==================== pipe_credit_ctrl
--- src/rtl/pipe_credit_pkg.sv ---
// pipe_credit_pkg
// Shared sizing helpers and statistics types for the pipe_credit_ctrl slice.
//   cnt_w(depth) : width of a counter that must hold 0..depth
//   stat_t       : statistics counter type (32 bits)
//   STAT_MAX     : saturation value of stat_t
//   sat_inc(v)   : saturating increment of a stat_t
package pipe_credit_pkg;

   localparam int STAT_W = 32;

   typedef logic [STAT_W-1:0] stat_t;

   localparam stat_t STAT_MAX = '1;

   function automatic int cnt_w(input int depth);
      return $clog2(depth + 1);
   endfunction

   function automatic stat_t sat_inc(input stat_t v);
      return (v == STAT_MAX) ? v : v + stat_t'(1);
   endfunction

endpackage

--- src/rtl/pipe_credit_fifo.sv ---
// pipe_credit_fifo
// DEPTH x DW circular result buffer with first-word fall-through head.
// Pointers wrap modulo DEPTH, so DEPTH does not have to be a power of two.
// Ports:
//   clk, rst    : clock, synchronous active-high reset (pointers/count clear)
//   push        : write push_data at the tail this cycle
//   push_data   : data to store
//   pop         : advance the head (ignored while empty)
//   valid       : buffer non-empty (registered)
//   head_data   : oldest entry; meaningless while valid=0
//   count       : number of stored entries
module pipe_credit_fifo
   import pipe_credit_pkg::*;
#(
   parameter int DW    = 16,
   parameter int DEPTH = 6
) (
   input  logic                    clk,
   input  logic                    rst,
   input  logic                    push,
   input  logic [DW-1:0]           push_data,
   input  logic                    pop,
   output logic                    valid,
   output logic [DW-1:0]           head_data,
   output logic [cnt_w(DEPTH)-1:0] count
);

   localparam int PW = $clog2(DEPTH);
   localparam int CW = cnt_w(DEPTH);

   logic [DW-1:0] mem [DEPTH];
   logic [PW-1:0] head;
   logic [PW-1:0] tail;
   logic [CW-1:0] cnt;
   logic [CW-1:0] cnt_nxt;
   logic          pop_ok;

   function automatic logic [PW-1:0] ptr_inc(input logic [PW-1:0] p);
      return (p == PW'(DEPTH - 1)) ? '0 : p + PW'(1);
   endfunction

   assign pop_ok    = pop && (cnt != '0);
   assign valid     = (cnt != '0);
   assign head_data = mem[head];
   assign count     = cnt;

   always_comb begin
      cnt_nxt = cnt;
      if (push && !pop_ok) begin
         cnt_nxt = cnt + CW'(1);
      end else if (!push && pop_ok) begin
         cnt_nxt = cnt - CW'(1);
      end
   end

   // Storage carries no reset; only the bookkeeping does.
   always_ff @(posedge clk) begin
      if (push) begin
         mem[tail] <= push_data;
      end
   end

   always_ff @(posedge clk) begin
      if (rst) begin
         head <= '0;
         tail <= '0;
         cnt  <= '0;
      end else begin
         if (push) begin
            tail <= ptr_inc(tail);
         end
         if (pop_ok) begin
            head <= ptr_inc(head);
         end
         cnt <= cnt_nxt;
      end
   end

   // Credits guarantee a free slot for every returning result; a push into
   // a full buffer without a simultaneous pop means the credit logic broke.
   no_overflow: assert property (@(posedge clk) disable iff (rst)
      !(push && !pop_ok && (cnt == CW'(DEPTH))));

endmodule

--- src/rtl/pipe_credit_ctrl.sv ---
// pipe_credit_ctrl
// Credit-based flow controller for a fixed-latency, non-stallable datapath.
// A request is issued only when a result slot is reserved; the result comes
// back LAT cycles later, is captured into the output buffer, and leaves
// downstream in issue order.
//
// Handshakes: a transfer happens on a cycle where valid and ready are both 1
// at the rising clock edge. in_ready never depends on in_valid; out_valid
// never depends on out_ready; a holder of valid keeps its data stable until
// the transfer.
//
// Ports:
//   clk, rst     : clock, synchronous active-high reset
//   in_valid     : upstream request valid
//   in_ready     : a credit is available (0 while rst=1)
//   in_data      : request payload
//   dp_en        : issue strobe into the datapath (in_valid & in_ready)
//   dp_data      : request payload forwarded to the datapath
//   dp_res       : datapath result, sampled LAT cycles after issue
//   out_valid    : result buffer non-empty
//   out_ready    : downstream accept
//   out_data     : oldest buffered result
// Optional build macro PIPE_CREDIT_STATS_EN adds:
//   stat_issued  : saturating count of issues
//   stat_stall   : saturating count of cycles with in_valid & ~in_ready
//   stat_maxocc  : peak of (in flight + buffered)
module pipe_credit_ctrl
   import pipe_credit_pkg::*;
#(
   parameter int DW_I  = 16,
   parameter int DW_O  = 16,
   parameter int LAT   = 4,
   parameter int DEPTH = 6
) (
   input  logic                    clk,
   input  logic                    rst,
   input  logic                    in_valid,
   output logic                    in_ready,
   input  logic [DW_I-1:0]         in_data,
   output logic                    dp_en,
   output logic [DW_I-1:0]         dp_data,
   input  logic [DW_O-1:0]         dp_res,
   output logic                    out_valid,
   input  logic                    out_ready,
   output logic [DW_O-1:0]         out_data
`ifdef PIPE_CREDIT_STATS_EN
   ,
   output stat_t                   stat_issued,
   output stat_t                   stat_stall,
   output logic [cnt_w(DEPTH)-1:0] stat_maxocc
`endif
);

   localparam int CW = cnt_w(DEPTH);

   // Bit i set means an operation issued i+1 cycles ago is in the datapath;
   // the top bit lines up with its result appearing on dp_res.
   logic [LAT-1:0] trk;
   logic [LAT-1:0] trk_nxt;
   logic           rsp_vld;

   logic [CW-1:0]  credits;
   logic [CW-1:0]  credits_nxt;
   logic [CW-1:0]  buf_count;
   logic           pop;

   // Gated by rst so upstream sees no credit during reset, even before the
   // counter has been loaded.
   assign in_ready = !rst && (credits != '0);
   assign dp_en    = in_valid && in_ready;
   assign dp_data  = in_data;
   assign rsp_vld  = trk[LAT-1];
   assign pop      = out_valid && out_ready;

   always_comb begin
      trk_nxt    = trk << 1;
      trk_nxt[0] = dp_en;
   end

   // A credit returned by a pop is usable from the next cycle only.
   always_comb begin
      credits_nxt = credits;
      if (dp_en && !pop) begin
         credits_nxt = credits - CW'(1);
      end else if (!dp_en && pop) begin
         credits_nxt = credits + CW'(1);
      end
   end

   always_ff @(posedge clk) begin
      if (rst) begin
         trk     <= '0;
         credits <= CW'(DEPTH);
      end else begin
         trk     <= trk_nxt;
         credits <= credits_nxt;
      end
   end

   pipe_credit_fifo #(
      .DW    (DW_O),
      .DEPTH (DEPTH)
   ) u_fifo (
      .clk       (clk),
      .rst       (rst),
      .push      (rsp_vld),
      .push_data (dp_res),
      .pop       (pop),
      .valid     (out_valid),
      .head_data (out_data),
      .count     (buf_count)
   );

   // Every slot is either a free credit, an operation in flight, or a
   // buffered result.
   credit_invariant: assert property (@(posedge clk) disable iff (rst)
      (int'(credits) + $countones(trk) + int'(buf_count)) == DEPTH);

`ifdef PIPE_CREDIT_STATS_EN
   logic [CW-1:0] occ;

   assign occ = CW'(DEPTH) - credits;

   // stat_maxocc is bounded by DEPTH, so it cannot overflow its width.
   always_ff @(posedge clk) begin
      if (rst) begin
         stat_issued <= '0;
         stat_stall  <= '0;
         stat_maxocc <= '0;
      end else begin
         if (dp_en) begin
            stat_issued <= sat_inc(stat_issued);
         end
         if (in_valid && !in_ready) begin
            stat_stall <= sat_inc(stat_stall);
         end
         if (occ > stat_maxocc) begin
            stat_maxocc <= occ;
         end
      end
   end
`endif

endmodule
--- config.mk ---
export PLATFORM = sky130hd
export DESIGN_NAME = pipe_credit_ctrl
export DESIGN_NICKNAME = d
export VERILOG_FILES = /design/src/rtl/pipe_credit_pkg.sv /design/src/rtl/pipe_credit_fifo.sv /design/src/rtl/pipe_credit_ctrl.sv
export SDC_FILE = /design/constraint.sdc
export NUM_CORES = 1
export LEC_CHECK = 0
export ABC_AREA = 1
export CORE_ASPECT_RATIO = 0.5
export CORE_MARGIN = 5
export CORE_UTILIZATION = 36
export DETAILED_ROUTE_END_ITERATION = 10
export GPL_TIMING_DRIVEN = 0
export HOLD_SLACK_MARGIN = 0.12
export SKIP_LAST_GASP = 1
export SLEW_MARGIN = 20
export SYNTH_ARGS = -nofsm -noshare
export SYNTH_HDL_FRONTEND = slang
export SYNTH_HIERARCHICAL = 1
export SYNTH_SLANG_ARGS = --single-unit
export TNS_END_PERCENT = 5
--- constraint.sdc ---
create_clock -name clk -period 2.4 [get_ports clk]
set_clock_uncertainty 0.15 [all_clocks]
set_input_delay 0.24 -clock clk [delete_from_list [all_inputs] [get_ports clk]]
set_output_delay 0.24 -clock clk [all_outputs]
set_load 0.05 [all_outputs]
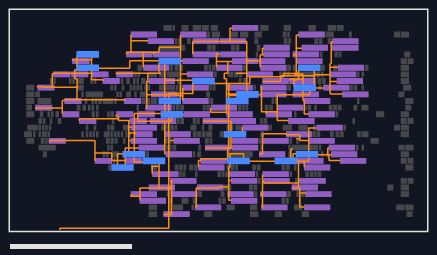
**Above:** pipe_credit_ctrl (clock wires, drivers and flops).
Scale bar: 50 um.
Key: orange = clock wires [length 1400 um]; purple = flip-flops [count 115]; blue = clock-net drivers [count 17]
There are 18 routed clock nets.
clock share of power: 0.518
clk latency late pin: 390 ps
clk pwr: 2640 uW

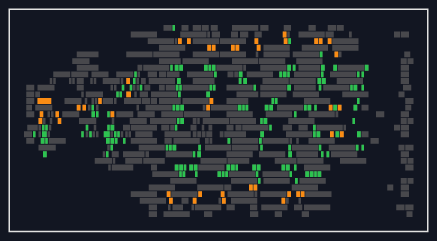
**Above:** pipe_credit_ctrl (logic cells by family).
Key: orange = aoi and oai cells [cells 43, most used o21ai_1, where widely spread]; green = nand cells [cells 144, most used nand2_1]

==> GITHUB_STEP_SUMMARY <==
## PnR job results

| Metric | Value |
|---|---|
| Most frequent logic cell in the layout | `edfxtp_1` |
| Cell with the most instances after synthesis | `edfxtp_1` |
| Vias post-DR | `3128` |
| Buffers excl. clock | `91` |
| Max FFs per register | `96` |
| Antenna viol nets, final | `0` |
| Crit Path Category | `reg2out` |
| Met1 Usage GRT | `0.188` |
| Post-CTS Hold Buffers | `0` |
| Top power group | `the clock network` |
| Failing checks | `negative setup slack` |
| Status | `finished, violations left` |
| Area of the mapped netlist | `0.00464 mm^2` |
| Combinational Power Share | `0.053` |
| R2R Path End | `u_fifo/count[1]` |
| Placed cell area | `0.00547 mm^2` |
| Crit path DRT | `2010 ps` |
| Max layer used | `met4` |
| Initial antenna violation count | `0` |
| F_max | `0.395 GHz` |
| Clock-pin transition on the worst setup and hold timing paths | `50 ps` |
| Setup ws final | `-132 ps` |
| Final setup vio count | `13` |
| XOR/XNOR Area Share | `0` |

==================== lsu_ctrl_flat
$ cat config.mk
export PLATFORM = sky130hd
export DESIGN_NAME = lsu_ctrl_flat
export DESIGN_NICKNAME = d
export VERILOG_FILES = /design/src/rtl/lsu_ctrl_if.sv /design/src/rtl/lsu_ctrl.sv /design/src/flat_wrapper.sv
export SDC_FILE = /design/constraint.sdc
export NUM_CORES = 1
export LEC_CHECK = 0
export ABC_AREA = 1
export CAP_MARGIN = 0
export CORE_UTILIZATION = 51
export CTS_CLUSTER_SIZE = 20
export DETAILED_ROUTE_END_ITERATION = 10
export GPL_TIMING_DRIVEN = 0
export PLACE_DENSITY = 0.89
export SKIP_CTS_REPAIR_TIMING = 1
export SLEW_MARGIN = 10
export SYNTH_ARGS = -nofsm -noshare
export SYNTH_HDL_FRONTEND = slang
export SYNTH_SLANG_ARGS = --single-unit
export TNS_END_PERCENT = 30
$ cat constraint.sdc
create_clock -name clk_i -period 1.78 [get_ports clk_i]
set_input_delay 0.267 -clock clk_i [delete_from_list [all_inputs] [get_ports clk_i]]
set_output_delay 0.267 -clock clk_i [all_outputs]
set_load 0.02 [all_outputs]
$ cat src/rtl/lsu_ctrl_if.sv
// lsu_ctrl bus bundle: core request/response side and data-memory side.
// slave = sequencer view, master = core + memory view.
interface lsu_ctrl_if #(
  parameter int ADDR_W = 32
);
  logic              lsu_req_i;
  logic              lsu_we_i;
  logic [2:0]        lsu_size_i;
  logic [ADDR_W-1:0] lsu_addr_i;
  logic [31:0]       lsu_wdata_i;
  logic              lsu_stall_o;
  logic              lsu_valid_o;
  logic [31:0]       lsu_rdata_o;
  logic              lsu_err_o;
  logic              dm_req_o;
  logic              dm_we_o;
  logic [3:0]        dm_be_o;
  logic [ADDR_W-1:0] dm_addr_o;
  logic [31:0]       dm_wd_o;
  logic [31:0]       dm_rd_i;

  modport slave (
    input  lsu_req_i, lsu_we_i, lsu_size_i,
    input  lsu_addr_i, lsu_wdata_i,
    output lsu_stall_o, lsu_valid_o,
    output lsu_rdata_o, lsu_err_o,
    output dm_req_o, dm_we_o, dm_be_o,
    output dm_addr_o, dm_wd_o,
    input  dm_rd_i
  );

  modport master (
    output lsu_req_i, lsu_we_i, lsu_size_i,
    output lsu_addr_i, lsu_wdata_i,
    input  lsu_stall_o, lsu_valid_o,
    input  lsu_rdata_o, lsu_err_o,
    input  dm_req_o, dm_we_o, dm_be_o,
    input  dm_addr_o, dm_wd_o,
    output dm_rd_i
  );
endinterface

$ cat src/rtl/lsu_ctrl.sv
// Load/store sequencer: size decode, lane shifting,
// misaligned split into two word accesses, load extension.
module lsu_ctrl #(
  parameter bit MISALIGN_EN = 1'b1,
  parameter int ADDR_W      = 32
) (
  input logic       clk_i,
  input logic       rst_n_i,
  lsu_ctrl_if.slave bus
);

  typedef enum logic [2:0] {
    S_IDLE,
    S_ACC0,
    S_WAIT0,
    S_ACC1,
    S_WAIT1,
    S_DONE,
    S_ERR
  } state_t;

  state_t            r_state;
  state_t            w_next;

  logic              r_we;
  logic [2:0]        r_size;
  logic [ADDR_W-1:0] r_addr;
  logic [31:0]       r_wdata;
  logic              r_split;
  logic [31:0]       r_lo;
  logic [31:0]       r_hi;
  logic [31:0]       r_rdata;

  logic [1:0]        w_in_off;
  logic              w_in_legal;
  logic              w_in_split;
  logic              w_bad;

  logic [1:0]        w_off;
  logic [3:0]        w_mask;
  logic [7:0]        w_be8;
  logic [63:0]       w_wd64;
  logic [63:0]       w_cat;
  logic [31:0]       w_raw;
  logic [31:0]       w_ext;
  logic              w_sgn;
  logic [ADDR_W-1:0] w_word0;
  logic [ADDR_W-1:0] w_word1;

  // Decode of the incoming request, used only while IDLE.
  assign w_in_off = bus.lsu_addr_i[1:0];

  always_comb begin
    w_in_legal = 1'b0;
    unique case (bus.lsu_size_i)
      3'b000, 3'b001, 3'b010,
      3'b100, 3'b101: w_in_legal = 1'b1;
      default:        w_in_legal = 1'b0;
    endcase
  end

  assign w_in_split =
    ((bus.lsu_size_i[1:0] == 2'b01) && (w_in_off == 2'd3)) ||
    ((bus.lsu_size_i[1:0] == 2'b10) && (w_in_off != 2'd0));

  assign w_bad = !w_in_legal || (w_in_split && !MISALIGN_EN);

  // Lane geometry of the latched access. The 8-bit enable and 64-bit
  // data views span both words: low half is word0, high half word1.
  assign w_off = r_addr[1:0];

  always_comb begin
    w_mask = 4'b1111;
    unique case (r_size[1:0])
      2'b00:   w_mask = 4'b0001;
      2'b01:   w_mask = 4'b0011;
      default: w_mask = 4'b1111;
    endcase
  end

  assign w_be8   = {4'b0000, w_mask} << w_off;
  assign w_wd64  = {32'h0, r_wdata} << {w_off, 3'b000};
  assign w_word0 = {r_addr[ADDR_W-1:2], 2'b00};
  assign w_word1 = w_word0 + ADDR_W'(4);

  // Reassemble the load word and extend by size.
  assign w_cat = {r_hi, r_lo} >> {w_off, 3'b000};
  assign w_raw = w_cat[31:0];
  assign w_sgn = !r_size[2];

  always_comb begin
    w_ext = w_raw;
    unique case (r_size[1:0])
      2'b00:   w_ext = {{24{w_sgn & w_raw[7]}}, w_raw[7:0]};
      2'b01:   w_ext = {{16{w_sgn & w_raw[15]}}, w_raw[15:0]};
      default: w_ext = w_raw;
    endcase
  end

  // State register.
  always_ff @(posedge clk_i) begin
    if (!rst_n_i) r_state <= S_IDLE;
    else          r_state <= w_next;
  end

  // Request latch, read-word capture and held response data.
  always_ff @(posedge clk_i) begin
    if (!rst_n_i) begin
      r_we    <= 1'b0;
      r_size  <= 3'b000;
      r_addr  <= '0;
      r_wdata <= 32'h0;
      r_split <= 1'b0;
      r_lo    <= 32'h0;
      r_hi    <= 32'h0;
      r_rdata <= 32'h0;
    end else begin
      if (r_state == S_IDLE && bus.lsu_req_i) begin
        r_we    <= bus.lsu_we_i;
        r_size  <= bus.lsu_size_i;
        r_addr  <= bus.lsu_addr_i;
        r_wdata <= bus.lsu_wdata_i;
        r_split <= w_in_split;
        r_lo    <= 32'h0;
        r_hi    <= 32'h0;
      end
      if (r_state == S_WAIT0) r_lo <= bus.dm_rd_i;
      if (r_state == S_WAIT1) r_hi <= bus.dm_rd_i;
      if (r_state == S_DONE)  r_rdata <= w_ext;
      if (r_state == S_ERR)   r_rdata <= 32'h0;
    end
  end

  // Next state and all bus outputs.
  always_comb begin
    w_next          = r_state;
    bus.lsu_stall_o = 1'b0;
    bus.lsu_valid_o = 1'b0;
    bus.lsu_err_o   = 1'b0;
    bus.lsu_rdata_o = r_rdata;
    bus.dm_req_o    = 1'b0;
    bus.dm_we_o     = 1'b0;
    bus.dm_be_o     = 4'b0000;
    bus.dm_addr_o   = '0;
    bus.dm_wd_o     = 32'h0;
    unique case (r_state)
      S_IDLE: begin
        bus.lsu_stall_o = bus.lsu_req_i;
        if (bus.lsu_req_i) w_next = w_bad ? S_ERR : S_ACC0;
      end
      S_ACC0: begin
        bus.lsu_stall_o = 1'b1;
        bus.dm_req_o    = 1'b1;
        bus.dm_we_o     = r_we;
        bus.dm_be_o     = w_be8[3:0];
        bus.dm_addr_o   = w_word0;
        bus.dm_wd_o     = w_wd64[31:0];
        if (!r_we)        w_next = S_WAIT0;
        else if (r_split) w_next = S_ACC1;
        else              w_next = S_DONE;
      end
      S_WAIT0: begin
        bus.lsu_stall_o = 1'b1;
        w_next = r_split ? S_ACC1 : S_DONE;
      end
      S_ACC1: begin
        bus.lsu_stall_o = 1'b1;
        bus.dm_req_o    = 1'b1;
        bus.dm_we_o     = r_we;
        bus.dm_be_o     = w_be8[7:4];
        bus.dm_addr_o   = w_word1;
        bus.dm_wd_o     = w_wd64[63:32];
        w_next = r_we ? S_DONE : S_WAIT1;
      end
      S_WAIT1: begin
        bus.lsu_stall_o = 1'b1;
        w_next = S_DONE;
      end
      S_DONE: begin
        bus.lsu_valid_o = 1'b1;
        bus.lsu_rdata_o = w_ext;
        w_next = S_IDLE;
      end
      S_ERR: begin
        bus.lsu_valid_o = 1'b1;
        bus.lsu_err_o   = 1'b1;
        bus.lsu_rdata_o = 32'h0;
        w_next = S_IDLE;
      end
      default: w_next = S_IDLE;
    endcase
  end

endmodule

$ cat src/flat_wrapper.sv
// flat-port wrapper written by rule: the top's interface ports become plain ports
module lsu_ctrl_flat 
#(
  parameter bit MISALIGN_EN = 1'b1,
  parameter int ADDR_W      = 32
)
  (clk_i, rst_n_i, bus_lsu_req_i, bus_lsu_we_i, bus_lsu_size_i, bus_lsu_addr_i, bus_lsu_wdata_i, bus_lsu_stall_o, bus_lsu_valid_o, bus_lsu_rdata_o, bus_lsu_err_o, bus_dm_req_o, bus_dm_we_o, bus_dm_be_o, bus_dm_addr_o, bus_dm_wd_o, bus_dm_rd_i);
  lsu_ctrl_if #(.ADDR_W(ADDR_W)) bus_i ();
  input logic clk_i;
  input logic rst_n_i;
  input wire logic [$bits(bus_i.lsu_req_i)-1:0] bus_lsu_req_i;
  input wire logic [$bits(bus_i.lsu_we_i)-1:0] bus_lsu_we_i;
  input wire logic [$bits(bus_i.lsu_size_i)-1:0] bus_lsu_size_i;
  input wire logic [$bits(bus_i.lsu_addr_i)-1:0] bus_lsu_addr_i;
  input wire logic [$bits(bus_i.lsu_wdata_i)-1:0] bus_lsu_wdata_i;
  output wire logic [$bits(bus_i.lsu_stall_o)-1:0] bus_lsu_stall_o;
  output wire logic [$bits(bus_i.lsu_valid_o)-1:0] bus_lsu_valid_o;
  output wire logic [$bits(bus_i.lsu_rdata_o)-1:0] bus_lsu_rdata_o;
  output wire logic [$bits(bus_i.lsu_err_o)-1:0] bus_lsu_err_o;
  output wire logic [$bits(bus_i.dm_req_o)-1:0] bus_dm_req_o;
  output wire logic [$bits(bus_i.dm_we_o)-1:0] bus_dm_we_o;
  output wire logic [$bits(bus_i.dm_be_o)-1:0] bus_dm_be_o;
  output wire logic [$bits(bus_i.dm_addr_o)-1:0] bus_dm_addr_o;
  output wire logic [$bits(bus_i.dm_wd_o)-1:0] bus_dm_wd_o;
  input wire logic [$bits(bus_i.dm_rd_i)-1:0] bus_dm_rd_i;
  assign bus_i.lsu_req_i = bus_lsu_req_i;
  assign bus_i.lsu_we_i = bus_lsu_we_i;
  assign bus_i.lsu_size_i = bus_lsu_size_i;
  assign bus_i.lsu_addr_i = bus_lsu_addr_i;
  assign bus_i.lsu_wdata_i = bus_lsu_wdata_i;
  assign bus_lsu_stall_o = bus_i.lsu_stall_o;
  assign bus_lsu_valid_o = bus_i.lsu_valid_o;
  assign bus_lsu_rdata_o = bus_i.lsu_rdata_o;
  assign bus_lsu_err_o = bus_i.lsu_err_o;
  assign bus_dm_req_o = bus_i.dm_req_o;
  assign bus_dm_we_o = bus_i.dm_we_o;
  assign bus_dm_be_o = bus_i.dm_be_o;
  assign bus_dm_addr_o = bus_i.dm_addr_o;
  assign bus_dm_wd_o = bus_i.dm_wd_o;
  assign bus_i.dm_rd_i = bus_dm_rd_i;
  lsu_ctrl #(.MISALIGN_EN(MISALIGN_EN), .ADDR_W(ADDR_W)) u_core (.clk_i(clk_i), .rst_n_i(rst_n_i), .bus(bus_i));
endmodule
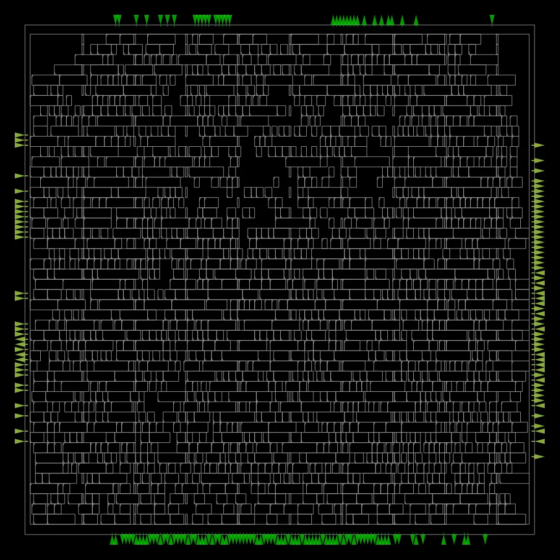
**Above:** lsu_ctrl_flat (cell outlines without signal wires).
sequential share of cell area: 0.243
final cell count without fillers: 1954
final core occ: 0.767

==> GITHUB_STEP_SUMMARY <==
## PnR job results

| Metric | Value |
|---|---|
| GP Congestion | `1.01` |
| RSZ-0062 raised after global routing | `true` |
| Vias post-DR | `12085` |
| CP Capture Type | `output port` |
| Area leader, netlist | `dfxtp_1` |
| 1st-iter DRT viols | `1626` |
| Initial Util | `0.526` |
| Setup ws final | `-717 ps` |
| Clock share of power | `0.195` |
| HP Class | `in2reg` |
| Tool warnings | `28` |
| Comb/total area | `0.424` |
| Clk latency late pin | `450 ps` |
| Status | `finished, violations left` |
| IO buf count | `204` |
| Failing checks | `negative setup slack` |
| Wire length on met1 | `15.3 mm` |
| Final setup vio count | `103` |
| Combinational power | `10100 uW` |
| Sequential power | `5270 uW` |
| R2R depth | `8` |
| Filler instances | `1331` |

==================== store_merge
**store_merge: the metal 2 layer**

Cells faint in the background.
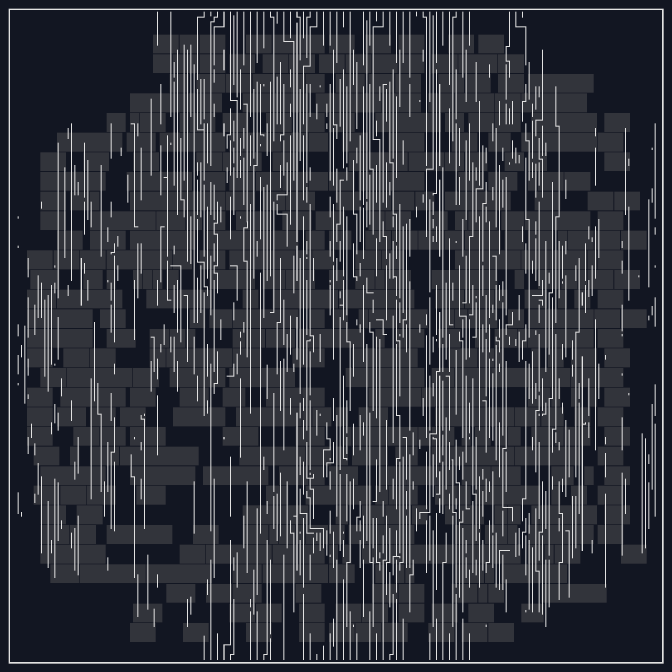
## src/rtl/store_merge.sv

```systemverilog
// -----------------------------------------------------------------------------
// store_merge
//
// Store-side data path for the single-issue MIPS core. Takes a sw/sh/sb
// request carrying a full 32-bit register value, narrows it to the addressed
// byte lanes and writes it into a word-wide synchronous data RAM that has no
// byte enables. Sub-word stores use read-modify-write; full-word stores are
// written directly.
//
// Ports:
//   clk        in   1       rising-edge clock
//   reset      in   1       asynchronous, active-high
//   req_valid  in   1       store request present
//   req_ready  out  1       unit idle and able to accept
//   req_op     in   2       0 = sw, 1 = sh, 2 = sb, 3 = reserved
//   req_addr   in   32      byte address
//   req_data   in   32      rt value (low 16/8 bits used for sh/sb)
//   mem_addr   out  ADDR_W  word address latched at accept
//   mem_re     out  1       RAM read strobe (rdata valid next cycle)
//   mem_rdata  in   32      RAM read data
//   mem_we     out  1       RAM write strobe
//   mem_wdata  out  32      merged write word
//   done       out  1       pulse coincident with mem_we
//   err        out  1       pulse for a rejected request
//   fsm_state  out  3       current FSM state, for observation
//
// Handshake: a request transfers on the rising edge where req_valid and
// req_ready are both 1. req_ready is 1 only in IDLE and depends on state
// alone; the requester must hold req_op/addr/data stable until that edge.
// req_valid while req_ready = 0 is ignored.
// -----------------------------------------------------------------------------
module store_merge #(
   parameter int ADDR_W = 12
) (
   input  logic              clk,
   input  logic              reset,
   input  logic              req_valid,
   output logic              req_ready,
   input  logic [1:0]        req_op,
   input  logic [31:0]       req_addr,
   input  logic [31:0]       req_data,
   output logic [ADDR_W-1:0] mem_addr,
   output logic              mem_re,
   input  logic [31:0]       mem_rdata,
   output logic              mem_we,
   output logic [31:0]       mem_wdata,
   output logic              done,
   output logic              err,
   output logic [2:0]        fsm_state
);

   localparam logic [2:0] S_IDLE  = 3'd0;
   localparam logic [2:0] S_READ  = 3'd1;
   localparam logic [2:0] S_MERGE = 3'd2;
   localparam logic [2:0] S_WRITE = 3'd3;
   localparam logic [2:0] S_ERR   = 3'd4;

   localparam logic [1:0] OP_SW = 2'd0;
   localparam logic [1:0] OP_SH = 2'd1;
   localparam logic [1:0] OP_SB = 2'd2;

   logic [2:0]        state;
   logic [1:0]        op_q;
   logic [1:0]        off_q;
   logic [31:0]       data_q;
   logic [ADDR_W-1:0] addr_q;
   logic [31:0]       wbuf;

   logic              accept;
   logic              bad_req;
   logic [31:0]       merged;

   assign accept = req_valid && (state == S_IDLE);

   // Reserved op, misaligned word, or halfword not on a 2-byte boundary.
   always_comb begin
      bad_req = 1'b0;
      case (req_op)
         OP_SW:   bad_req = (req_addr[1:0] != 2'b00);
         OP_SH:   bad_req = req_addr[0];
         OP_SB:   bad_req = 1'b0;
         default: bad_req = 1'b1;
      endcase
   end

   // Replace the addressed lanes of the read word; little-endian lane order.
   always_comb begin
      merged = mem_rdata;
      if (op_q == OP_SB) begin
         case (off_q)
            2'd0:    merged[7:0]   = data_q[7:0];
            2'd1:    merged[15:8]  = data_q[7:0];
            2'd2:    merged[23:16] = data_q[7:0];
            default: merged[31:24] = data_q[7:0];
         endcase
      end else begin
         if (off_q[1]) merged[31:16] = data_q[15:0];
         else          merged[15:0]  = data_q[15:0];
      end
   end

   always_ff @(posedge clk or posedge reset) begin
      if (reset) begin
         state  <= S_IDLE;
         op_q   <= OP_SW;
         off_q  <= 2'd0;
         data_q <= 32'd0;
         addr_q <= '0;
         wbuf   <= 32'd0;
      end else begin
         case (state)
            S_IDLE: begin
               if (accept) begin
                  op_q   <= req_op;
                  off_q  <= req_addr[1:0];
                  data_q <= req_data;
                  // Upper address bits are dropped: word address wraps.
                  addr_q <= req_addr[ADDR_W+1:2];
                  if (bad_req) begin
                     state <= S_ERR;
                  end else if (req_op == OP_SW) begin
                     wbuf  <= req_data;
                     state <= S_WRITE;
                  end else begin
                     state <= S_READ;
                  end
               end
            end
            S_READ:  state <= S_MERGE;
            S_MERGE: begin
               wbuf  <= merged;
               state <= S_WRITE;
            end
            S_WRITE: state <= S_IDLE;
            S_ERR:   state <= S_IDLE;
            default: state <= S_IDLE;
         endcase
      end
   end

   // All outputs decode from registered state only.
   assign req_ready = (state == S_IDLE);
   assign mem_re    = (state == S_READ);
   assign mem_we    = (state == S_WRITE);
   assign done      = (state == S_WRITE);
   assign err       = (state == S_ERR);
   assign mem_addr  = addr_q;
   assign mem_wdata = wbuf;
   assign fsm_state = state;

endmodule

```

## config.mk

```make
export PLATFORM = sky130hd
export DESIGN_NAME = store_merge
export DESIGN_NICKNAME = d
export VERILOG_FILES = /design/src/rtl/store_merge.sv
export SDC_FILE = /design/constraint.sdc
export NUM_CORES = 1
export LEC_CHECK = 0
export CAP_MARGIN = 20
export CORE_MARGIN = 2
export CORE_UTILIZATION = 47
export CTS_BUF_LIST = sky130_fd_sc_hd__clkbuf_8
export DETAILED_ROUTE_END_ITERATION = 7
export GPL_ROUTABILITY_DRIVEN = 0
export PLACE_DENSITY = 0.88
export SLEW_MARGIN = 10
export SYNTH_ARGS = -nofsm -noshare
export SYNTH_HDL_FRONTEND = slang
export SYNTH_SLANG_ARGS = --single-unit
```

## constraint.sdc

```tcl
create_clock -name clk -period 3.3 [get_ports clk]
set_input_delay 0.66 -clock clk [delete_from_list [all_inputs] [get_ports clk]]
set_output_delay 0.66 -clock clk [all_outputs]
set_load 0.005 [all_outputs]
```

==> GITHUB_STEP_SUMMARY <==
## PnR job results

| Metric | Value |
|---|---|
| Status | `completed` |
| Worst Setup SP | `fsm_state[2]` |
| Detail Placement HPWL | `7.44 mm` |
| Top power group | `combinational cells` |
| EDFF count, synth | `0` |
| Wire length on met1 | `4.08 mm` |
| Area leader, netlist | `dfrtp_1` |
| Invs w/o clock | `4` |
| Dominant comb cell | `AND-OR/OR-AND gates` |
| Slew HR | `0.469` |
| Comb gate area | `0.00170 mm^2` |
| Post-CTS setup repair buffer count | `0` |
| VDD IR-drop max | `609 uV` |
| Sequential power | `1650 uW` |
| R2R depth | `4` |
| # Cells Yosys | `316` |
| Syn Nets | `417` |
| Main synth FF type | `dfrtp_1` |
| Setup ws final | `646 ps` |
| P_sw | `1770 uW` |
| Crit path max-delay family | `simple AND/OR/NAND/NOR gates` |
| Htree depth | `3` |
| Filler instances | `541` |
| Total iterations of the first detailed-routing run | `4` |
| Least-Margin Pin Slew | `796 ps` |
| R2R Path Start | `off_q[1]` |
| Flops after synth | `67` |
| Met2 wire length | `5.43 mm` |
| Layout non-clock buf frac | `0.273` |
Notes on 'the metal 2 layer' of store_merge above:
The layer carries 5430 um of wire. The wires run mostly vertical.


==================== apb4_master
**apb4_master: cell outlines without signal wires**

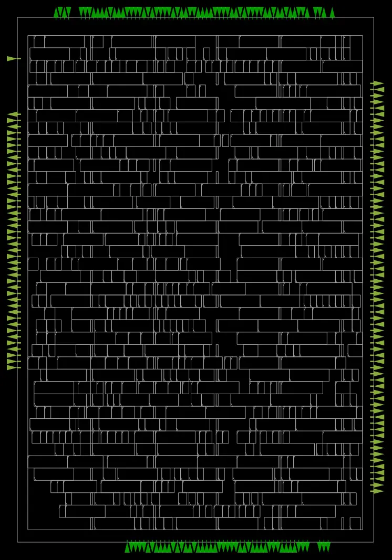
**apb4_master: logic cells by family**

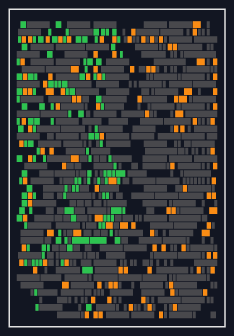
<file path="config.mk">
export PLATFORM = sky130hd
export DESIGN_NAME = apb4_master
export DESIGN_NICKNAME = d
export VERILOG_FILES = /design/src/rtl/apb4_master.sv
export SDC_FILE = /design/constraint.sdc
export NUM_CORES = 1
export LEC_CHECK = 0
export ABC_AREA = 1
export CORE_ASPECT_RATIO = 1.5
export CORE_MARGIN = 2
export CORE_UTILIZATION = 54
export DETAILED_ROUTE_END_ITERATION = 16
export DONT_BUFFER_PORTS = 1
export PLACE_DENSITY = 0.72
export SETUP_SLACK_MARGIN = 0.4
export SYNTH_ARGS = -nofsm -noshare
export SYNTH_HDL_FRONTEND = slang
export SYNTH_SLANG_ARGS = --single-unit
</file>
<file path="constraint.sdc">
create_clock -name apb4_pclk -period 1.3 [get_ports apb4_pclk]
set_input_delay 0.325 -clock apb4_pclk [delete_from_list [all_inputs] [get_ports apb4_pclk]]
set_output_delay 0.325 -clock apb4_pclk [all_outputs]
set_load 0.1 [all_outputs]
</file>
<file path="src/rtl/apb4_master.sv">
// APB4 single-outstanding master: one command in, one registered APB transfer out,
// one response back, with an optional ACCESS-phase wait timeout.
module apb4_master #(
    parameter int ADDR_WIDTH     = 32,
    parameter int DATA_WIDTH     = 32,
    parameter int TIMEOUT_CYCLES = 255
) (
    input  logic                    apb4_pclk,
    input  logic                    apb4_presetn,
    input  logic                    req_valid_i,
    output logic                    req_ready_o,
    input  logic                    req_write_i,
    input  logic [ADDR_WIDTH-1:0]   req_addr_i,
    input  logic [DATA_WIDTH-1:0]   req_wdata_i,
    input  logic [DATA_WIDTH/8-1:0] req_wstrb_i,
    input  logic [2:0]              req_prot_i,
    output logic                    rsp_valid_o,
    input  logic                    rsp_ready_i,
    output logic [DATA_WIDTH-1:0]   rsp_rdata_o,
    output logic                    rsp_err_o,
    output logic                    rsp_timeout_o,
    output logic [ADDR_WIDTH-1:0]   apb4_paddr,
    output logic [2:0]              apb4_pprot,
    output logic                    apb4_psel,
    output logic                    apb4_penable,
    output logic                    apb4_pwrite,
    output logic [DATA_WIDTH-1:0]   apb4_pwdata,
    output logic [DATA_WIDTH/8-1:0] apb4_pstrb,
    input  logic                    apb4_pready,
    input  logic [DATA_WIDTH-1:0]   apb4_prdata,
    input  logic                    apb4_pslverr
);
    localparam int STRB_W = DATA_WIDTH / 8;
    localparam int CNT_W  = (TIMEOUT_CYCLES > 0) ? $clog2(TIMEOUT_CYCLES + 1) : 1;
    localparam int LAST_I = (TIMEOUT_CYCLES > 0) ? TIMEOUT_CYCLES - 1 : 0;
    localparam logic [CNT_W-1:0] CNT_LAST = CNT_W'(LAST_I);
    localparam bit TO_EN = (TIMEOUT_CYCLES != 0);

    typedef enum logic [1:0] {S_IDLE, S_SETUP, S_ACCESS, S_RESP} state_t;

    state_t                state_q, state_d;
    logic [CNT_W-1:0]      cnt_q, cnt_d;
    logic                  ready_q, ready_d;
    logic [ADDR_WIDTH-1:0] paddr_q, paddr_d;
    logic [2:0]            pprot_q, pprot_d;
    logic                  psel_q, psel_d;
    logic                  penable_q, penable_d;
    logic                  pwrite_q, pwrite_d;
    logic [DATA_WIDTH-1:0] pwdata_q, pwdata_d;
    logic [STRB_W-1:0]     pstrb_q, pstrb_d;
    logic                  rvalid_q, rvalid_d;
    logic [DATA_WIDTH-1:0] rdata_q, rdata_d;
    logic                  rerr_q, rerr_d;
    logic                  rto_q, rto_d;

    always_comb begin
        state_d   = state_q;
        cnt_d     = cnt_q;
        paddr_d   = paddr_q;
        pprot_d   = pprot_q;
        psel_d    = psel_q;
        penable_d = penable_q;
        pwrite_d  = pwrite_q;
        pwdata_d  = pwdata_q;
        pstrb_d   = pstrb_q;
        rvalid_d  = rvalid_q;
        rdata_d   = rdata_q;
        rerr_d    = rerr_q;
        rto_d     = rto_q;

        case (state_q)
            S_IDLE: begin
                if (req_valid_i && ready_q) begin
                    state_d  = S_SETUP;
                    cnt_d    = '0;
                    paddr_d  = req_addr_i;
                    pprot_d  = req_prot_i;
                    pwrite_d = req_write_i;
                    pwdata_d = req_wdata_i;
                    pstrb_d  = req_write_i ? req_wstrb_i : '0;
                    psel_d   = 1'b1;
                end
            end
            S_SETUP: begin
                state_d   = S_ACCESS;
                penable_d = 1'b1;
            end
            S_ACCESS: begin
                // A completing slave takes priority over a timeout in the same cycle.
                if (apb4_pready) begin
                    state_d   = S_RESP;
                    psel_d    = 1'b0;
                    penable_d = 1'b0;
                    rvalid_d  = 1'b1;
                    rdata_d   = pwrite_q ? '0 : apb4_prdata;
                    rerr_d    = apb4_pslverr;
                    rto_d     = 1'b0;
                end else if (TO_EN && (cnt_q == CNT_LAST)) begin
                    state_d   = S_RESP;
                    psel_d    = 1'b0;
                    penable_d = 1'b0;
                    rvalid_d  = 1'b1;
                    rdata_d   = '0;
                    rerr_d    = 1'b1;
                    rto_d     = 1'b1;
                end else if (cnt_q != {CNT_W{1'b1}}) begin
                    cnt_d = cnt_q + 1'b1;
                end
            end
            S_RESP: begin
                if (rsp_ready_i) begin
                    state_d  = S_IDLE;
                    rvalid_d = 1'b0;
                end
            end
            default: state_d = S_IDLE;
        endcase

        ready_d = (state_d == S_IDLE);
    end

    always_ff @(posedge apb4_pclk) begin
        if (!apb4_presetn) begin
            state_q   <= S_IDLE;
            cnt_q     <= '0;
            ready_q   <= 1'b0;
            paddr_q   <= '0;
            pprot_q   <= '0;
            psel_q    <= 1'b0;
            penable_q <= 1'b0;
            pwrite_q  <= 1'b0;
            pwdata_q  <= '0;
            pstrb_q   <= '0;
            rvalid_q  <= 1'b0;
            rdata_q   <= '0;
            rerr_q    <= 1'b0;
            rto_q     <= 1'b0;
        end else begin
            state_q   <= state_d;
            cnt_q     <= cnt_d;
            ready_q   <= ready_d;
            paddr_q   <= paddr_d;
            pprot_q   <= pprot_d;
            psel_q    <= psel_d;
            penable_q <= penable_d;
            pwrite_q  <= pwrite_d;
            pwdata_q  <= pwdata_d;
            pstrb_q   <= pstrb_d;
            rvalid_q  <= rvalid_d;
            rdata_q   <= rdata_d;
            rerr_q    <= rerr_d;
            rto_q     <= rto_d;
        end
    end

    assign req_ready_o   = ready_q;
    assign apb4_paddr    = paddr_q;
    assign apb4_pprot    = pprot_q;
    assign apb4_psel     = psel_q;
    assign apb4_penable  = penable_q;
    assign apb4_pwrite   = pwrite_q;
    assign apb4_pwdata   = pwdata_q;
    assign apb4_pstrb    = pstrb_q;
    assign rsp_valid_o   = rvalid_q;
    assign rsp_rdata_o   = rdata_q;
    assign rsp_err_o     = rerr_q;
    assign rsp_timeout_o = rto_q;

endmodule
</file>
==> GITHUB_STEP_SUMMARY <==
## PnR job results

| Metric | Value |
|---|---|
| Status | `finished, violations left` |
| Failing checks | `negative setup slack` |
| RSZ-0062 raised after global routing | `true` |
| VDD IR-drop max | `1160 uV` |
| Flop count | `120` |
| Clk_skew | `7.39 ps` |
| R2R Path Start | `cnt_q[0]` |
| Final setup vio count | `65` |
| Max_cap viols | `0` |
| Crit path max-delay family | `simple AND/OR/NAND/NOR gates` |
| WHS | `34.0 ps` |
| Setup ws final | `-151 ps` |
| CORE AREA | `0.00801 mm^2` |
| # Cells Yosys | `584` |
| Leakage | `0.00233 uW` |
| Setup crit start kind | `flop` |
| CP Capture Type | `flop` |
| Fin crit share | `1.12` |
| Syn Inst Count | `584` |
| GRT Overall Usage | `0.308` |
| Clock sinks | `120` |
| Compound-Gate Fraction of Synth Area | `0.134` |
| Post-synth cell types | `25` |
| GR peak layer | `met2` |
| Antenna diodes | `0` |
| Wire length on met1 | `4.94 mm` |
| Syn. warnings | `0` |
| Multi-In Gates | `406` |
| Antenna viol nets, final | `0` |
## Picture notes: 'cell outlines without signal wires' of apb4_master
filler instances: 497
final cell count without fillers: 733
tap cells: 105
final core occ: 0.791
FP Rows: 40

## Picture notes: 'logic cells by family' of apb4_master
Key: green = nand cells [cells 125, most used nand2_1]; orange = aoi and oai cells [cells 118, most used o21ai_1, where widely spread]


==================== control_unit_mc
**control_unit_mc: clock wires, drivers and flops**

Scale bar: 20 um.
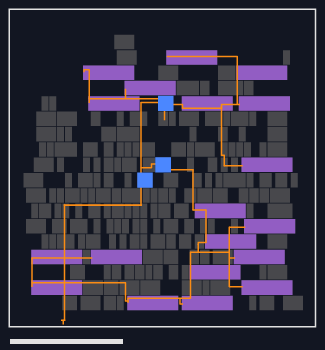
**control_unit_mc: placed cells, one color a class**

Scale bar: 20 um.
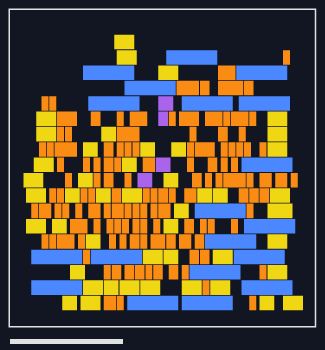
--- config.mk ---
export PLATFORM = sky130hd
export DESIGN_NAME = control_unit_mc
export DESIGN_NICKNAME = d
export VERILOG_FILES = /design/src/rtl/control_unit_mc.sv
export SDC_FILE = /design/constraint.sdc
export NUM_CORES = 1
export LEC_CHECK = 0
export ABC_AREA = 1
export CAP_MARGIN = 40
export CORE_AREA = 2 2 52 54
export DETAILED_ROUTE_END_ITERATION = 16
export DIE_AREA = 0 0 54 56
export MAX_ROUTING_LAYER = met4
export PLACE_DENSITY = 0.87
export SKIP_LAST_GASP = 1
export SYNTH_ARGS = -nofsm -noshare
export SYNTH_HDL_FRONTEND = slang
export SYNTH_SLANG_ARGS = --single-unit
--- constraint.sdc ---
create_clock -name CLK -period 1.6 [get_ports CLK]
set_input_delay 0.32 -clock CLK [delete_from_list [all_inputs] [get_ports CLK]]
set_output_delay 0.32 -clock CLK [all_outputs]
set_load 0.01 [all_outputs]
--- src/rtl/control_unit_mc.sv ---
// Multi-cycle opcode decoder/sequencer for the 8-bit CPU: registered controls, MULT and memory stalls.
// Optional `CU_BUSY_TIMEOUT_EN adds a BUSYWAIT timeout with a MEM_FAULT pulse.
module control_unit_mc #(
    parameter int OPCODE_W     = 8,
    parameter int MULT_CYCLES  = 3,
    parameter int BUSY_TIMEOUT = 255
) (
    input  logic                CLK,
    input  logic                RESET,
    input  logic [OPCODE_W-1:0] OPCODE,
    input  logic                INSTR_VALID,
    input  logic                BUSYWAIT,
    output logic                WRITEENABLE,
    output logic                ALUSRC,
    output logic [2:0]          ALUOP,
    output logic                NEMUX,
    output logic                SHDIR,
    output logic                BRANCH,
    output logic                BNE,
    output logic                JUMP,
    output logic                MEMREAD,
    output logic                MEMWRITE,
    output logic                MEM2REG,
    output logic                STALL,
    output logic                ILLEGAL
`ifdef CU_BUSY_TIMEOUT_EN
    ,
    output logic                MEM_FAULT
`endif
);
    typedef enum logic [1:0] {S_READY, S_MULT, S_MEM, S_WB} state_t;

    typedef struct packed {
        logic       we;
        logic       alusrc;
        logic [2:0] aluop;
        logic       nemux;
        logic       shdir;
        logic       branch;
        logic       bne;
        logic       jump;
        logic       memread;
        logic       memwrite;
        logic       mem2reg;
        logic       stall;
        logic       illegal;
    } ctl_t;

    localparam int CW = (MULT_CYCLES > 2) ? $clog2(MULT_CYCLES) : 1;
    localparam logic [CW-1:0] CNT_INIT = CW'(MULT_CYCLES - 1);

    if (MULT_CYCLES < 1 || BUSY_TIMEOUT < 1) begin : g_bad_param
        $error("control_unit_mc: MULT_CYCLES and BUSY_TIMEOUT must be >= 1");
    end

    state_t        r_state, w_state_nxt;
    ctl_t          r_ctl, w_ctl_nxt, w_dec;
    logic [CW-1:0] r_cnt, w_cnt_nxt;
    logic          w_legal, w_upper_ok, w_is_mem, w_is_mult;

    if (OPCODE_W > 8) begin : g_upper
        assign w_upper_ok = ~|OPCODE[OPCODE_W-1:8];
    end else begin : g_no_upper
        assign w_upper_ok = 1'b1;
    end

    always_comb begin
        w_dec     = '0;
        w_legal   = w_upper_ok;
        w_is_mult = 1'b0;
        case (OPCODE[7:0])
            8'h00: begin w_dec.we = 1'b1; w_dec.alusrc = 1'b1; w_dec.aluop = 3'b001; end
            8'h01: begin w_dec.we = 1'b1; w_dec.alusrc = 1'b1; w_dec.aluop = 3'b001; w_dec.nemux = 1'b1; end
            8'h02: begin w_dec.we = 1'b1; w_dec.alusrc = 1'b1; w_dec.aluop = 3'b010; end
            8'h03: begin w_dec.we = 1'b1; w_dec.alusrc = 1'b1; w_dec.aluop = 3'b011; end
            8'h04: begin w_dec.we = 1'b1; w_dec.alusrc = 1'b1; end
            8'h05: begin w_dec.we = 1'b1; end
            8'h06: begin w_dec.jump = 1'b1; end
            8'h07: begin w_dec.branch = 1'b1; w_dec.alusrc = 1'b1; w_dec.aluop = 3'b001; w_dec.nemux = 1'b1; end
            8'h08: begin w_dec.memread = 1'b1; w_dec.alusrc = 1'b1; end
            8'h09: begin w_dec.memread = 1'b1; end
            8'h0A: begin w_dec.memwrite = 1'b1; w_dec.alusrc = 1'b1; end
            8'h0B: begin w_dec.memwrite = 1'b1; end
            8'h0C: begin w_dec.we = 1'b1; w_dec.alusrc = 1'b1; w_dec.aluop = 3'b100; w_is_mult = 1'b1; end
            8'h0D: begin w_dec.bne = 1'b1; w_dec.alusrc = 1'b1; w_dec.aluop = 3'b001; w_dec.nemux = 1'b1; end
            8'h0E: begin w_dec.we = 1'b1; w_dec.aluop = 3'b101; end
            8'h0F: begin w_dec.we = 1'b1; w_dec.aluop = 3'b101; w_dec.shdir = 1'b1; end
            default: w_legal = 1'b0;
        endcase
        w_is_mem = w_dec.memread | w_dec.memwrite;
    end

`ifdef CU_BUSY_TIMEOUT_EN
    localparam int TW = $clog2(BUSY_TIMEOUT + 1);
    logic [TW-1:0] r_tmo, w_tmo_nxt;
    logic          r_fault, w_fault_nxt;
`endif

    always_comb begin
        w_state_nxt = r_state;
        w_ctl_nxt   = '0;
        w_cnt_nxt   = r_cnt;
`ifdef CU_BUSY_TIMEOUT_EN
        w_tmo_nxt   = r_tmo;
        w_fault_nxt = 1'b0;
`endif
        case (r_state)
            S_READY: begin
                if (INSTR_VALID) begin
                    if (!w_legal) begin
                        w_ctl_nxt.illegal = 1'b1;
                    end else begin
                        w_ctl_nxt = w_dec;
                        if (w_is_mult && (MULT_CYCLES > 1)) begin
                            w_ctl_nxt.we    = 1'b0;
                            w_ctl_nxt.stall = 1'b1;
                            w_cnt_nxt       = CNT_INIT;
                            w_state_nxt     = S_MULT;
                        end else if (w_is_mem) begin
                            w_ctl_nxt.stall = 1'b1;
                            w_state_nxt     = S_MEM;
`ifdef CU_BUSY_TIMEOUT_EN
                            w_tmo_nxt       = '0;
`endif
                        end
                    end
                end
            end
            S_MULT: begin
                w_ctl_nxt = r_ctl;
                w_cnt_nxt = r_cnt - CW'(1);
                if (r_cnt == CW'(1)) begin
                    w_ctl_nxt.we    = 1'b1;
                    w_ctl_nxt.stall = 1'b0;
                    w_state_nxt     = S_READY;
                end
            end
            S_MEM: begin
                if (BUSYWAIT) begin
                    w_ctl_nxt = r_ctl;
`ifdef CU_BUSY_TIMEOUT_EN
                    w_tmo_nxt = r_tmo + TW'(1);
                    if (r_tmo == TW'(BUSY_TIMEOUT - 1)) begin
                        w_ctl_nxt   = '0;
                        w_fault_nxt = 1'b1;
                        w_state_nxt = S_READY;
                    end
`endif
                end else if (r_ctl.memread) begin
                    w_ctl_nxt.we      = 1'b1;
                    w_ctl_nxt.mem2reg = 1'b1;
                    w_state_nxt       = S_WB;
                end else begin
                    w_state_nxt = S_READY;
                end
            end
            default: w_state_nxt = S_READY;
        endcase
    end

    always_ff @(posedge CLK or posedge RESET) begin
        if (RESET) begin
            r_state <= S_READY;
            r_ctl   <= '0;
            r_cnt   <= '0;
        end else begin
            r_state <= w_state_nxt;
            r_ctl   <= w_ctl_nxt;
            r_cnt   <= w_cnt_nxt;
        end
    end

`ifdef CU_BUSY_TIMEOUT_EN
    always_ff @(posedge CLK or posedge RESET) begin
        if (RESET) begin
            r_tmo   <= '0;
            r_fault <= 1'b0;
        end else begin
            r_tmo   <= w_tmo_nxt;
            r_fault <= w_fault_nxt;
        end
    end
    assign MEM_FAULT = r_fault;
`endif

    assign WRITEENABLE = r_ctl.we;
    assign ALUSRC      = r_ctl.alusrc;
    assign ALUOP       = r_ctl.aluop;
    assign NEMUX       = r_ctl.nemux;
    assign SHDIR       = r_ctl.shdir;
    assign BRANCH      = r_ctl.branch;
    assign BNE         = r_ctl.bne;
    assign JUMP        = r_ctl.jump;
    assign MEMREAD     = r_ctl.memread;
    assign MEMWRITE    = r_ctl.memwrite;
    assign MEM2REG     = r_ctl.mem2reg;
    assign STALL       = r_ctl.stall;
    assign ILLEGAL     = r_ctl.illegal;
endmodule

==> GITHUB_STEP_SUMMARY <==
## PnR job results

| Metric | Value |
|---|---|
| Status | `completed` |
| GRT met3 Usage | `0.0161` |
| Placed Instances | `222` |
| Post-synth seq share | `0.425` |
| GP Congestion | `0.970` |
| Multi-In Gates | `110` |
| Final core occ | `0.649` |
| Area leader, netlist | `dfrtp_1` |
| Wire length on met1 | `1.13 mm` |
| Slew HR | `0.796` |
| Top cells, area | `dfrtp_1 (43%), nand2_1 (15%), nor2_1 (5.4%)` |
| Worst Setup SP | `NEMUX` |
| Number of clock buffers in the layout | `3` |
| Post-CTS setup repair buffer count | `0` |
| Die Span Y | `56 um` |
| Most frequent logic cell in the layout | `nand2_1` |
| Clk latency late pin | `300 ps` |
| Met3 WL | `183 um` |
| Top power group | `registers` |
| Filler instances | `227` |
| Largest class | `logic gates` |
| 1st-iter DRT viols | `45` |
Notes on 'clock wires, drivers and flops' of control_unit_mc above:
Key: purple = flip-flops [count 19]; blue = clock-net drivers [count 3]; orange = clock wires [length 237 um]
There are 4 routed clock nets.

Notes on 'placed cells, one color a class' of control_unit_mc above:
Key: purple = clock drivers and dummy loads [cells 4, share of their area 1.8%]; orange = remaining logic cells [cells 127, share of their area 41%]; blue = registers [cells 19, share of their area 31%]; yellow = remaining buffers and delay cells [cells 46, share of their area 27%]



==> layout pictures side by side <==
Placed cells, one color a class.
shot_01.png
Scale bar: 20 um.
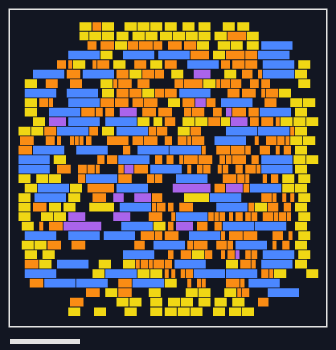
shot_02.png
Scale bar: 50 um.
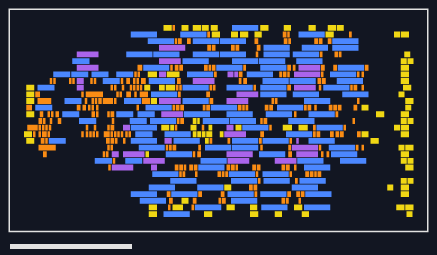
shot_03.png
Scale bar: 20 um.
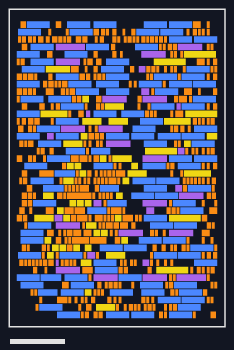
shot_04.png
Scale bar: 50 um.
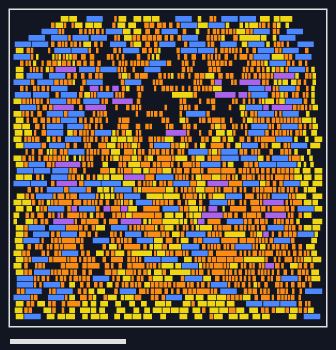
For lsu_ctrl_flat, see shot_04.png.
For apb4_master, see shot_03.png.
For store_merge, see shot_01.png.
For pipe_credit_ctrl, see shot_02.png.
- most cells: shot_04.png
- most sequential cells: shot_04.png

Key to shot_04.png:
Key: orange = remaining logic cells [cells 1186, share of their area 47%]; purple = clock drivers and dummy loads [cells 32, share of their area 4.4%]; blue = registers [cells 160, share of their area 25%]; yellow = remaining buffers and delay cells [cells 351, share of their area 24%]

Power figures rest on the tool's default switching activity, not on a simulated workload.
